# seq_multiplier

[src/rtl/mult_pkg.sv]
// rtl/mult_pkg.sv - shared types and helpers for the sequential multiplier
// Purpose: FSM state encoding, step-count helpers and the operand magnitude
// function used when operands are captured.
// Ports: none (package).
package mult_pkg;

  typedef enum logic [1:0] {
    IDLE = 2'd0,
    CALC = 2'd1,
    FIX  = 2'd2,
    DONE = 2'd3
  } state_t;

  // Widest operand abs_n can handle; the top refuses larger N.
  localparam int MAX_W = 64;

  // Number of CALC steps for an n-bit operand retiring k bits per step.
  function automatic int steps(input int n, input int k);
    return n / k;
  endfunction

  // Step-counter width able to hold 0..steps.
  function automatic int cnt_w(input int n, input int k);
    return $clog2(n / k + 1);
  endfunction

  // Magnitude of an n-bit operand held in the low bits of v. In two's
  // complement mode a set MSB is negated; -2^(n-1) maps onto 2^(n-1),
  // which is still representable as an n-bit unsigned value.
  function automatic logic [MAX_W-1:0] abs_n(input logic [MAX_W-1:0] v,
                                             input int n, input logic tc);
    logic [MAX_W-1:0] mask;
    mask = (n >= MAX_W) ? '1 : ((MAX_W'(1) << n) - MAX_W'(1));
    if (tc && v[n-1]) return (~v + MAX_W'(1)) & mask;
    return v & mask;
  endfunction

endpackage

[src/rtl/pp_gen.sv]
// rtl/pp_gen.sv - N x K partial-product generator
// Purpose: combinational |a| x digit product, N+K bits wide. With K=1 this
// collapses to an AND of the multiplicand with a single bit.
// Ports:
//   a      in  N    operand magnitude
//   digit  in  K    next K multiplier bits
//   pp     out N+K  partial product
module pp_gen #(
  parameter int N = 16,
  parameter int K = 1
) (
  input  logic [N-1:0]   a,
  input  logic [K-1:0]   digit,
  output logic [N+K-1:0] pp
);

  assign pp = (N+K)'(a) * (N+K)'(digit);

endmodule

[src/rtl/seq_multiplier.sv]
// rtl/seq_multiplier.sv - iterative shift-add multiplier with start/done handshake
// Purpose: multiplies two N-bit operands (signed or unsigned per operation),
// retiring K multiplier bits per cycle; result valid N/K+1 cycles after start.
// Ports:
//   clk    in   1   clock, rising edge
//   rst    in   1   synchronous active-high reset
//   start  in   1   launch an operation (ignored while busy)
//   tc     in   1   1 = two's complement operands, 0 = unsigned
//   a      in   N   multiplicand
//   b      in   N   multiplier
//   out    out  2N  product register, held until the next result
//   busy   out  1   operation in progress
//   done   out  1   one-cycle pulse when out has been updated
module seq_multiplier
  import mult_pkg::*;
#(
  parameter int N = 16,
  parameter int K = 1
) (
  input  logic           clk,
  input  logic           rst,
  input  logic           start,
  input  logic           tc,
  input  logic [N-1:0]   a,
  input  logic [N-1:0]   b,
  output logic [2*N-1:0] out,
  output logic           busy,
  output logic           done
);

  localparam int STEPS = steps(N, K);
  localparam int CW    = cnt_w(N, K);
  localparam int W     = 2 * N + K;

  if (N < 2) begin : g_bad_n
    $error("seq_multiplier: N must be at least 2");
  end
  if (!(K == 1 || K == 2 || K == 4)) begin : g_bad_k
    $error("seq_multiplier: K must be 1, 2 or 4");
  end
  if (N % K != 0) begin : g_bad_nk
    $error("seq_multiplier: N must be a multiple of K");
  end
  if (N > MAX_W) begin : g_too_wide
    $error("seq_multiplier: N exceeds supported width");
  end

  state_t state, state_nxt;
  logic   load, step, fix;

  logic [N-1:0]   a_mag;
  logic [N-1:0]   b_sh;
  logic           neg;
  logic [W-1:0]   acc;
  logic [CW-1:0]  cnt;
  logic [N+K-1:0] pp;

  always_ff @(posedge clk) begin
    if (rst) state <= IDLE;
    else     state <= state_nxt;
  end

  always_comb begin
    state_nxt = state;
    busy      = 1'b0;
    load      = 1'b0;
    step      = 1'b0;
    fix       = 1'b0;
    case (state)
      IDLE, DONE: begin
        if (start) begin
          load      = 1'b1;
          state_nxt = CALC;
        end
      end
      CALC: begin
        busy = 1'b1;
        step = 1'b1;
        if (cnt == CW'(STEPS - 1)) state_nxt = FIX;
      end
      FIX: begin
        busy      = 1'b1;
        fix       = 1'b1;
        state_nxt = DONE;
      end
      default: state_nxt = IDLE;
    endcase
  end

  pp_gen #(.N(N), .K(K)) u_pp_gen (
    .a     (a_mag),
    .digit (b_sh[K-1:0]),
    .pp    (pp)
  );

  // The partial product is added at bit N and the whole accumulator shifts
  // right K each step, so after STEPS steps the low 2N bits hold |a|*|b|.
  // The K spare top bits absorb the carry of each add before the shift.
  always_ff @(posedge clk) begin
    if (rst) begin
      out   <= '0;
      done  <= 1'b0;
      acc   <= '0;
      a_mag <= '0;
      b_sh  <= '0;
      neg   <= 1'b0;
      cnt   <= '0;
    end else begin
      done <= fix;
      if (load) begin
        a_mag <= N'(abs_n(MAX_W'(a), N, tc));
        b_sh  <= N'(abs_n(MAX_W'(b), N, tc));
        neg   <= tc & (a[N-1] ^ b[N-1]);
        acc   <= '0;
        cnt   <= '0;
      end
      if (step) begin
        acc  <= (acc + {pp, {N{1'b0}}}) >> K;
        b_sh <= b_sh >> K;
        cnt  <= cnt + CW'(1);
      end
      if (fix) begin
        out <= neg ? -acc[2*N-1:0] : acc[2*N-1:0];
      end
    end
  end

endmodule

[config.mk]
export PLATFORM = sky130hd
export DESIGN_NAME = seq_multiplier
export DESIGN_NICKNAME = d
export VERILOG_FILES = /design/src/rtl/mult_pkg.sv /design/src/rtl/pp_gen.sv /design/src/rtl/seq_multiplier.sv
export SDC_FILE = /design/constraint.sdc
export NUM_CORES = 1
export LEC_CHECK = 0
export ABC_AREA = 1
export CAP_MARGIN = 40
export CORE_UTILIZATION = 25
export DETAILED_ROUTE_END_ITERATION = 10
export SKIP_LAST_GASP = 1
export SYNTH_ARGS = -nofsm -noshare
export SYNTH_HDL_FRONTEND = slang
export SYNTH_SLANG_ARGS = --single-unit
[constraint.sdc]
create_clock -name clk -period 3 [get_ports clk]
set_clock_uncertainty 0.15 [all_clocks]
set_input_delay 0.6 -clock clk [delete_from_list [all_inputs] [get_ports clk]]
set_output_delay 0.6 -clock clk [all_outputs]
set_load 0.02 [all_outputs]
# newton_result_tx_flat

`src/rtl/calc_pkg.sv`:
```
// rtl/calc_pkg.sv - shared constants, state encodings and record encoder for the calculator UART path
package calc_pkg;

   localparam int RECORD_BYTES = 4;

   localparam logic [7:0] CH_PLUS  = 8'h2B;
   localparam logic [7:0] CH_MINUS = 8'h2D;
   localparam logic [7:0] CH_ZERO  = 8'h30;
   localparam logic [7:0] CH_E     = 8'h45;
   localparam logic [7:0] CH_R     = 8'h52;
   localparam logic [7:0] CH_CR    = 8'h0D;
   localparam logic [7:0] CH_LF    = 8'h0A;

   // Per-byte serializer phases: start bit, 8 data bits, stop bit
   typedef enum logic [1:0] {
      BIT_IDLE  = 2'd0,
      BIT_START = 2'd1,
      BIT_DATA  = 2'd2,
      BIT_STOP  = 2'd3
   } bit_state_e;

   // Record sequencer: FINISH is the one-cycle done slot after the last stop bit
   typedef enum logic [1:0] {
      REC_IDLE   = 2'd0,
      REC_SEND   = 2'd1,
      REC_FINISH = 2'd2
   } rec_state_e;

   // Byte idx of the 4-byte ASCII record for a captured result
   function automatic logic [7:0] record_byte(input logic signed [3:0] x,
                                              input logic              failed,
                                              input logic [1:0]        idx);
      logic [4:0] w_ext;
      logic [4:0] w_mag;
      logic [7:0] w_digit;
      // 5-bit magnitude so that -8 yields 8 instead of wrapping
      w_ext   = {x[3], x};
      w_mag   = x[3] ? (5'd0 - w_ext) : w_ext;
      w_digit = CH_ZERO + {3'b000, w_mag};
      case (idx)
         2'd0:    record_byte = failed ? CH_E : (x[3] ? CH_MINUS : CH_PLUS);
         2'd1:    record_byte = failed ? CH_R : w_digit;
         2'd2:    record_byte = CH_CR;
         default: record_byte = CH_LF;
      endcase
   endfunction

endpackage

```
`src/rtl/newton_result_tx_if.sv`:
```
// rtl/newton_result_tx_if.sv - solver result input and UART status/line bundle
interface newton_result_tx_if;
   logic              result_valid;
   logic signed [3:0] X_in;
   logic              failed_in;
   logic              tx;
   logic              busy;
   logic              done;
   logic              overrun;

   // Solver side
   modport master (
      output result_valid, X_in, failed_in,
      input  tx, busy, done, overrun
   );

   // Transmitter side
   modport slave (
      input  result_valid, X_in, failed_in,
      output tx, busy, done, overrun
   );
endinterface

```
`src/rtl/uart_tx_byte.sv`:
```
// rtl/uart_tx_byte.sv - 8N1 serializer for one byte, back-to-back capable
module uart_tx_byte
   import calc_pkg::*;
#(
   parameter int CLKS_PER_BIT = 868
) (
   input  logic       clk,
   input  logic       reset,
   input  logic       i_start,
   input  logic [7:0] i_data,
   output logic       o_tx,
   output logic       o_byte_done
);

   localparam int             CW        = (CLKS_PER_BIT > 2) ? $clog2(CLKS_PER_BIT) : 1;
   localparam logic [CW-1:0]  BAUD_LAST = CW'(CLKS_PER_BIT - 1);

   bit_state_e    r_state, w_state_nxt;
   logic [CW-1:0] r_baud, w_baud_nxt;
   logic [2:0]    r_bit_idx, w_bit_idx_nxt;
   logic          r_tx, w_tx_nxt;
   logic          w_bit_end;
   logic [2:0]    w_bit_inc;

   assign w_bit_end = (r_baud == BAUD_LAST);
   assign w_bit_inc = r_bit_idx + 3'd1;
   assign o_tx      = r_tx;

   // State, baud counter, bit index and line register
   always_ff @(posedge clk) begin
      if (reset) begin
         r_state   <= BIT_IDLE;
         r_baud    <= '0;
         r_bit_idx <= '0;
         r_tx      <= 1'b1;
      end else begin
         r_state   <= w_state_nxt;
         r_baud    <= w_baud_nxt;
         r_bit_idx <= w_bit_idx_nxt;
         r_tx      <= w_tx_nxt;
      end
   end

   // Next-state logic; i_data must stay stable until o_byte_done, and a start
   // during the last stop cycle chains the next byte with no idle gap
   always_comb begin
      w_state_nxt   = r_state;
      w_baud_nxt    = r_baud + CW'(1);
      w_bit_idx_nxt = r_bit_idx;
      w_tx_nxt      = r_tx;
      o_byte_done   = 1'b0;
      case (r_state)
         BIT_IDLE: begin
            w_baud_nxt = '0;
            w_tx_nxt   = 1'b1;
            if (i_start) begin
               w_state_nxt = BIT_START;
               w_tx_nxt    = 1'b0;
            end
         end
         BIT_START: begin
            if (w_bit_end) begin
               w_baud_nxt    = '0;
               w_state_nxt   = BIT_DATA;
               w_bit_idx_nxt = 3'd0;
               w_tx_nxt      = i_data[0];
            end
         end
         BIT_DATA: begin
            if (w_bit_end) begin
               w_baud_nxt    = '0;
               w_bit_idx_nxt = w_bit_inc;
               if (r_bit_idx == 3'd7) begin
                  w_state_nxt = BIT_STOP;
                  w_tx_nxt    = 1'b1;
               end else begin
                  w_tx_nxt    = i_data[w_bit_inc];
               end
            end
         end
         BIT_STOP: begin
            if (w_bit_end) begin
               w_baud_nxt  = '0;
               o_byte_done = 1'b1;
               if (i_start) begin
                  w_state_nxt = BIT_START;
                  w_tx_nxt    = 1'b0;
               end else begin
                  w_state_nxt = BIT_IDLE;
                  w_tx_nxt    = 1'b1;
               end
            end
         end
         default: begin
            w_state_nxt = BIT_IDLE;
            w_tx_nxt    = 1'b1;
         end
      endcase
   end

endmodule

```
`src/rtl/newton_result_tx.sv`:
```
// rtl/newton_result_tx.sv - captures one solver result and sends it as a 4-byte ASCII record
module newton_result_tx
   import calc_pkg::*;
#(
   parameter int CLKS_PER_BIT = 868
) (
   input  logic                 clk,
   input  logic                 reset,
   newton_result_tx_if.slave    bus
);

   rec_state_e        r_state, w_state_nxt;
   logic [1:0]        r_byte_idx;
   logic signed [3:0] r_x;
   logic              r_failed;
   logic              r_overrun;

   logic       w_accept;
   logic       w_last_byte;
   logic       w_next_byte;
   logic       w_start;
   logic       w_byte_done;
   logic       w_tx;
   logic [7:0] w_data;

   assign w_accept    = bus.result_valid && (r_state == REC_IDLE);
   assign w_last_byte = (r_byte_idx == 2'(RECORD_BYTES - 1));
   assign w_next_byte = (r_state == REC_SEND) && w_byte_done && !w_last_byte;
   // The first start bit goes out on the edge that accepts the result
   assign w_start     = w_accept || w_next_byte;
   assign w_data      = record_byte(r_x, r_failed, r_byte_idx);

   uart_tx_byte #(
      .CLKS_PER_BIT (CLKS_PER_BIT)
   ) u_ser (
      .clk         (clk),
      .reset       (reset),
      .i_start     (w_start),
      .i_data      (w_data),
      .o_tx        (w_tx),
      .o_byte_done (w_byte_done)
   );

   // Record sequencer state register
   always_ff @(posedge clk) begin
      if (reset) r_state <= REC_IDLE;
      else       r_state <= w_state_nxt;
   end

   // Record sequencer next state
   always_comb begin
      w_state_nxt = r_state;
      case (r_state)
         REC_IDLE:   if (bus.result_valid) w_state_nxt = REC_SEND;
         REC_SEND:   if (w_byte_done && w_last_byte) w_state_nxt = REC_FINISH;
         REC_FINISH: w_state_nxt = REC_IDLE;
         default:    w_state_nxt = REC_IDLE;
      endcase
   end

   // Result capture, byte index and sticky overrun (set by any dropped strobe)
   always_ff @(posedge clk) begin
      if (reset) begin
         r_byte_idx <= '0;
         r_x        <= '0;
         r_failed   <= 1'b0;
         r_overrun  <= 1'b0;
      end else begin
         if (w_accept) begin
            r_x        <= bus.X_in;
            r_failed   <= bus.failed_in;
            r_byte_idx <= '0;
         end else if (w_next_byte) begin
            r_byte_idx <= r_byte_idx + 2'd1;
         end
         if (bus.result_valid && !w_accept) r_overrun <= 1'b1;
      end
   end

   assign bus.tx      = w_tx;
   assign bus.busy    = (r_state == REC_SEND);
   assign bus.done    = (r_state == REC_FINISH);
   assign bus.overrun = r_overrun;

endmodule

```
`src/flat_wrapper.sv`:
```
// flat-port wrapper written by rule: the top's interface ports become plain ports
module newton_result_tx_flat import calc_pkg::*;
#(
   parameter int CLKS_PER_BIT = 868
)
  (clk, reset, bus_result_valid, bus_X_in, bus_failed_in, bus_tx, bus_busy, bus_done, bus_overrun);
  newton_result_tx_if bus_i ();
  input  logic clk;
  input  logic reset;
  input wire logic [$bits(bus_i.result_valid)-1:0] bus_result_valid;
  input wire logic [$bits(bus_i.X_in)-1:0] bus_X_in;
  input wire logic [$bits(bus_i.failed_in)-1:0] bus_failed_in;
  output wire logic [$bits(bus_i.tx)-1:0] bus_tx;
  output wire logic [$bits(bus_i.busy)-1:0] bus_busy;
  output wire logic [$bits(bus_i.done)-1:0] bus_done;
  output wire logic [$bits(bus_i.overrun)-1:0] bus_overrun;
  assign bus_i.result_valid = bus_result_valid;
  assign bus_i.X_in = bus_X_in;
  assign bus_i.failed_in = bus_failed_in;
  assign bus_tx = bus_i.tx;
  assign bus_busy = bus_i.busy;
  assign bus_done = bus_i.done;
  assign bus_overrun = bus_i.overrun;
  newton_result_tx #(.CLKS_PER_BIT(CLKS_PER_BIT)) u_core (.clk(clk), .reset(reset), .bus(bus_i));
endmodule
```
`config.mk`:
```
export PLATFORM = sky130hd
export DESIGN_NAME = newton_result_tx_flat
export DESIGN_NICKNAME = d
export VERILOG_FILES = /design/src/rtl/calc_pkg.sv /design/src/rtl/newton_result_tx_if.sv /design/src/rtl/uart_tx_byte.sv /design/src/rtl/newton_result_tx.sv /design/src/flat_wrapper.sv
export SDC_FILE = /design/constraint.sdc
export NUM_CORES = 1
export LEC_CHECK = 0
export ABC_AREA = 1
export CAP_MARGIN = 10
export CORE_MARGIN = 2
export CORE_UTILIZATION = 45
export DETAILED_ROUTE_END_ITERATION = 12
export SYNTH_ARGS = -nofsm -noshare
export SYNTH_HDL_FRONTEND = slang
export SYNTH_SLANG_ARGS = --single-unit
export TNS_END_PERCENT = 100
```
`constraint.sdc`:
```
create_clock -name clk -period 3.91 [get_ports clk]
set_clock_uncertainty 0.2 [all_clocks]
set_input_delay 0.782 -clock clk [delete_from_list [all_inputs] [get_ports clk]]
set_output_delay 0.782 -clock clk [all_outputs]
set_load 0.02 [all_outputs]
```
# tt_um_unload

`src/rtl/tt_um_unload.sv`:
```
// Weight readback serializer. It snapshots the ternary weight array and streams it
// out one MAX_IN_LEN-bit beat per accepted cycle, in the order the weight loader consumes.
module tt_um_unload #(
   parameter int MAX_IN_LEN  = 16,
   parameter int MAX_OUT_LEN = 8,
   parameter int WIDTH       = 2,
   parameter int BEATS       = WIDTH * MAX_OUT_LEN,
   parameter int BEAT_BITS   = $clog2(BEATS)
) (
   input  logic                                    clk,
   input  logic                                    rst_n,
   input  logic                                    ena,
   input  logic                                    ui_start,
   input  logic [WIDTH*MAX_IN_LEN*MAX_OUT_LEN-1:0] ui_weights,
   input  logic                                    ui_ready,
   output logic [MAX_IN_LEN-1:0]                   uo_output,
   output logic                                    uo_valid,
   output logic                                    uo_busy,
   output logic                                    uo_done
);

   localparam int SNAP_BITS = WIDTH * MAX_IN_LEN * MAX_OUT_LEN;

   localparam logic [0:0] IDLE = 1'b0;
   localparam logic [0:0] SEND = 1'b1;

   localparam logic [BEAT_BITS-1:0] LAST_BEAT = BEAT_BITS'(BEATS - 1);
   localparam logic [BEAT_BITS-1:0] ONE_BEAT  = BEAT_BITS'(1);

   logic [0:0]           state;
   logic [BEAT_BITS-1:0] beat;
   logic [SNAP_BITS-1:0] snap;
   logic                 done_q;

   // NOTE: sequential state uses non-blocking assignments so every register samples
   // pre-edge values; the snapshot is a plain register, so it is reset like the rest.
   always_ff @(posedge clk or negedge rst_n) begin
      if (!rst_n) begin
         state  <= IDLE;
         beat   <= '0;
         snap   <= '0;
         done_q <= 1'b0;
      end else if (ena) begin
         done_q <= 1'b0;
         case (state)
            IDLE: begin
               if (ui_start) begin
                  snap  <= ui_weights;
                  beat  <= '0;
                  state <= SEND;
               end
            end
            SEND: begin
               // ui_start is deliberately not looked at here: no restart, no queueing.
               if (ui_ready) begin
                  if (beat == LAST_BEAT) begin
                     beat   <= '0;
                     state  <= IDLE;
                     done_q <= 1'b1;
                  end else begin
                     beat <= beat + ONE_BEAT;
                  end
               end
            end
            default: state <= IDLE;
         endcase
      end
   end

   // Row i's bits leave LSB-first, one per beat, so bit i of each beat is snap[i*BEATS+beat].
   always_comb begin
      uo_output = '0;
      if (state == SEND) begin
         for (int i = 0; i < MAX_IN_LEN; i++) begin
            uo_output[i] = snap[i*BEATS + int'(beat)];
         end
      end
   end

   assign uo_valid = (state == SEND);
   assign uo_busy  = (state == SEND);
   assign uo_done  = done_q;

endmodule

```
`config.mk`:
```
export PLATFORM = sky130hd
export DESIGN_NAME = tt_um_unload
export DESIGN_NICKNAME = d
export VERILOG_FILES = /design/src/rtl/tt_um_unload.sv
export SDC_FILE = /design/constraint.sdc
export NUM_CORES = 1
export LEC_CHECK = 0
export CAP_MARGIN = 10
export CORE_MARGIN = 10
export CORE_UTILIZATION = 50
export CTS_BUF_LIST = sky130_fd_sc_hd__clkbuf_4 sky130_fd_sc_hd__clkbuf_8 sky130_fd_sc_hd__clkbuf_16
export DETAILED_ROUTE_END_ITERATION = 10
export PLACE_DENSITY = 0.88
export SYNTH_ARGS = -nofsm -noshare
export SYNTH_HDL_FRONTEND = slang
export SYNTH_SLANG_ARGS = --single-unit
```
`constraint.sdc`:
```
create_clock -name clk -period 2.45 [get_ports clk]
set_clock_uncertainty 0.1 [all_clocks]
set_input_delay 0.49 -clock clk [delete_from_list [all_inputs] [get_ports clk]]
set_output_delay 0.49 -clock clk [all_outputs]
set_load 0.005 [all_outputs]
```
**newton_result_tx_flat: metal layers overlaid**

Drawn at 10 px/um. Only two layers are drawn.
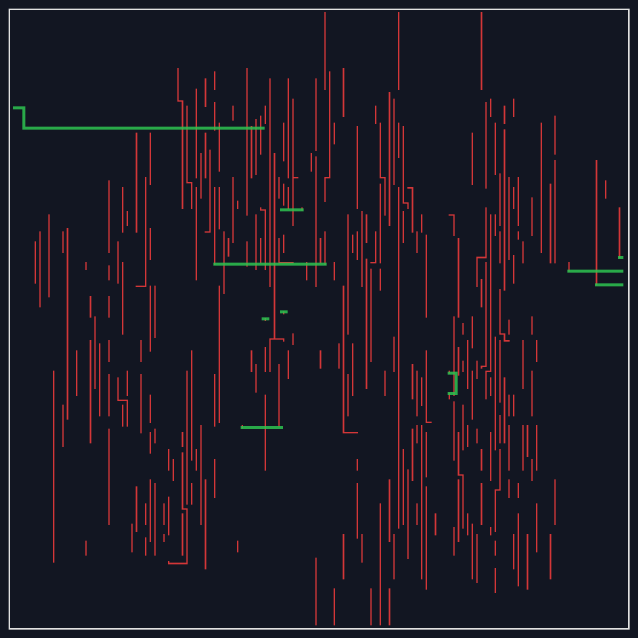
legend:
  red:
    layer: M2
    wire_length: 1,370 um
  green:
    layer: M3
    wire_length: 55.8 um

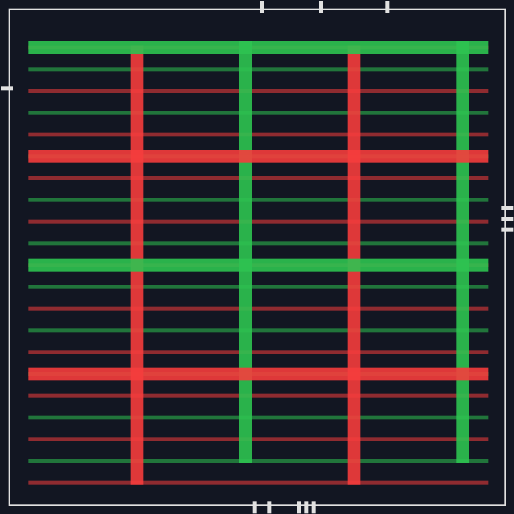
**Above:** newton_result_tx_flat (power grid).
Drawn at 8 px/um. Pins as bars on the die edge.
legend:
  red:
    net: VSS
  green:
    net: VDD
met4 straps: 4
signal pins: 12
met1 rails: 21
met5 straps: 4
rows: 20

==> flow_summary_export.csv, newton_result_tx_flat <==
group,metric,value,unit
layout,layout.cells.largest_class,"multi-input combinational cells",
status,status,"finished clean",
global_route,gr-usage-met1,0.213,
setup_path,critical-path-slowest-cell,"sky130_fd_sc_hd__clkdlybuf4s50_1",
layout,most_instantiated_logic_cell_after_routing,"sky130_fd_sc_hd__nand2_1",
drt,post_drt_via_cell_ratio,4.85,
layout,nonClockInverterCount,34,
clock_tree,post_cts_resize_count,0,
logic_synthesis,ys_cells,213,
pwr,power_per_cell_area,385,mW/mm^2
setup_path,critical_path.reg2reg.startpoint,"u_core.u_ser.r_state[0]",
sta,setup_failing_eps_final,0,
logic_synthesis,syn_avg_cell_area,7.06,sq um
sta,finalCriticalPeriod,2500,ps
sta,report.final.hold_viol_count,0,
clock_tree,clock_sinks,26,
layout,top_registers,"u_core.u_ser.r_baud x10, u_core.r_x x4, u_core.u_ser.r_bit_idx x3",
setup_path,path_cells,"nand2_1, inv_1, clkdlybuf4s50_1",
die,tapcell_count,44,
==> newton_result_tx_flat: cells by family (layout without fill, tap and decap cells) <==
| group | Yosys count | in the layout | synth area share |
|---|---|---|---|
| AND/OR/NAND/NOR | 97 | 97 | 0.307 |
| flip-flops | 26 | 26 | 0.346 |
| AND-OR/OR-AND | 39 | 39 | 0.137 |
| adder cells (fa/ha/maj) | 13 | 13 | 0.108 |
| buffers and inverters | 36 | 49 | 0.0899 |
| XOR/XNOR | 2 | 2 | 0.0116 |
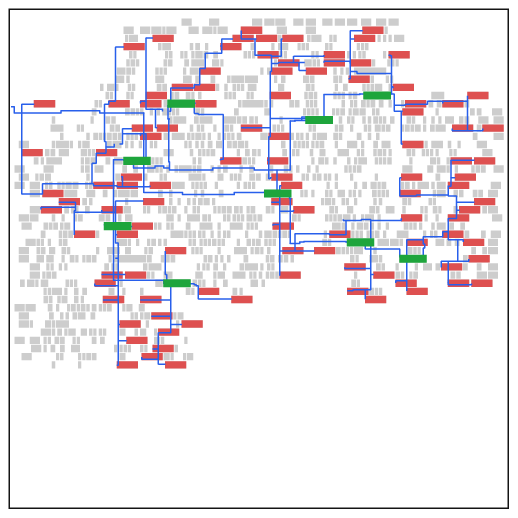
**Above:** seq_multiplier (clock distribution).
Drawn at 3 px/um.
legend:
  blue:
    item: clock wires
    length: 1,480 um
  green:
    item: clock-net drivers
    count: 9
  red:
    item: flip-flops
    count: 105
routed clock nets: 10

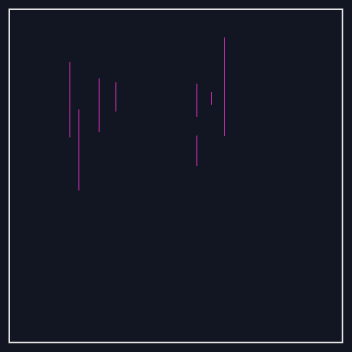
**Above:** seq_multiplier (the metal 4 layer).
Drawn at 2 px/um.
longest straight run: 49.0 um
share of all routed wire: 1.1%
main direction: vertical

==> flow_summary_export.csv, seq_multiplier <==
group,metric,value,unit
status,status,"complete, but fails checks",
status,violations,"DRC",
layout,design_area,0.00802,sq mm
layout,layout.clock_buffers,9,
layout,num-fill-cells,2864,
clock_tree,cts.reportedPaths.clkPinSlew,80,ps
clock_tree,post-cts-setup-buffers,0,
placement,portBuffers,69,
setup_path,critical_path.most_common_cell,"sky130_fd_sc_hd__inv_1",
layout,area_growth_from_synthesis_to_final_layout,19.4,%
layout,final_nets,1191,
pwr,power_report.internal_total,3200,uW
layout,most_instantiated_logic_cell_after_routing,"sky130_fd_sc_hd__nand2_1",
clock_tree,post_cts_resize_count,0,
global_route,grt_antenna_before_repair,0,
die,top_level_ports,70,
pwr,power_per_cell_area,657,mW/mm^2
min_path,min_path_cells,2,
pwr,top_power_group,"combinational logic",
setup_path,r2r_cells,14,
sta,finalCriticalPeriod,2540,ps
global_route,global_route_wire_length_before_repair,30200,um
logic_synthesis,syn_avg_cell_area,6.21,sq um
layout,n_sequential_cell,105,
setup_path,worst_ep_required_time,2250,ps
drt,drc,10,
min_path,terminating_pin_of_the_worst_hold_path,"out[17]",
pwr,fraction_of_power_consumed_by_the_clock_network,0.250,
sta,worst_slew_pin_slew,774,ps
die,fp.dieW,166,um
layout,comb_area_share,0.477,
setup_path,crit_path_depth,4,
setup_path,setup.reg_to_reg.worst_slack,680,ps
setup_path,path_buffers,3,
-- seq_multiplier: cells by family (layout without fill, tap and decap cells) --
kind of cell	Yosys count	after routing	synth area share
compound gates	172	172	0.141
xor+xnor	23	23	0.0300
fa+ha+maj	25	25	0.0477
buf+inv	198	252	0.118
flops	105	105	0.313
simple gates	558	558	0.350
-- seq_multiplier: worst min-delay path, cell delays in order (launching register included) --
cell and delay [ps]:
sky130_fd_sc_hd__dfxtp_1 310, sky130_fd_sc_hd__nand3_1 70, sky130_fd_sc_hd__nand2_1 50
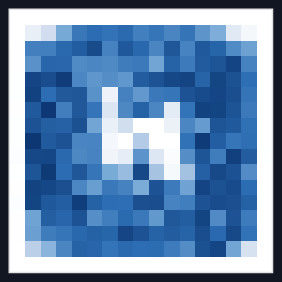
**Above:** tt_um_unload (cell area per tile).
Drawn at 1.5 px/um. 17 x 17 tiles, from white (low) to dark blue (high), 0 to 100% covered.
emptiest ninth of the die: centre
tiles over 75% full: 39%
mean over tiles: 53%
fullest tile: 97%

==> flow_summary_export.csv, tt_um_unload <==
group,metric,value,unit
pwr,p_switching,3950,uW
pwr,pwr.group.combinational,4330,uW
clock_tree,cts_tree,"built",
drt,wl_met3,2950,um
status,violations,"setup timing",
pwr,p_leak,0.00713,uW
sta,finalClockPeriodUsage,1.22,
status,status,"complete, but fails checks",
sta,post-route-worst-setup-slack,-534,ps
die,die_height,174,um
clock_tree,cts-hold-fix-buffers,1,
logic_synthesis,ys.flops,262,
logic_synthesis,synth.distinct_cells,29,
setup_path,path_cells,"buf_12, buf_4, buf_12, buf_4, mux4_2, a22oi_1, o21ai_1, buf_2",
layout,design_area,0.0167,sq mm
sta,setup_failing_eps_final,16,
logic_synthesis,synth-simple-area-share,0.0145,
tt_um_unload: final timing paths:
path | start | end | slack (ps) | cells past startpoint
worst min register to register | snap[212] | snap[212] | 390 | 1
worst max-delay path | beat[0] | uo_output[14] | -530 | 8
worst max register to register | uo_busy | snap[161] | 460 | 5
max in group asynchronous | rst_n | snap[136] | 1210 | 3
min in group clk | snap[212] | snap[212] | 390 | 1
worst min-delay path | rst_n | snap[185] | 320 | 2

==> layout pictures side by side <==
Routing congestion.
Plate I
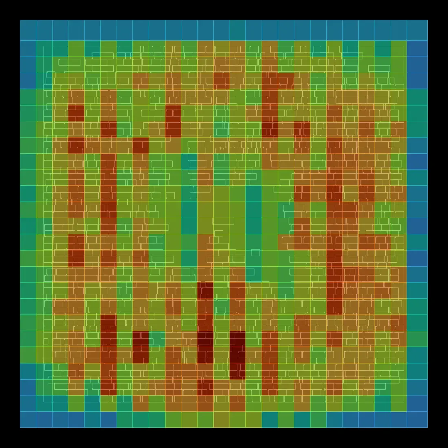
Plate II
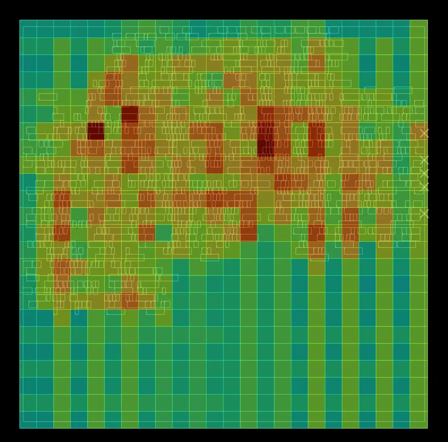
Plate III
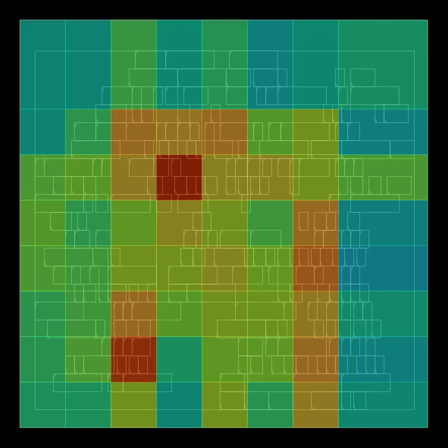
Plate III is newton_result_tx_flat.
Plate I is tt_um_unload.
Plate II is seq_multiplier.
- lowest track usage: Plate II
- highest track usage: Plate I


Power is estimated from default activity; no workload was simulated.
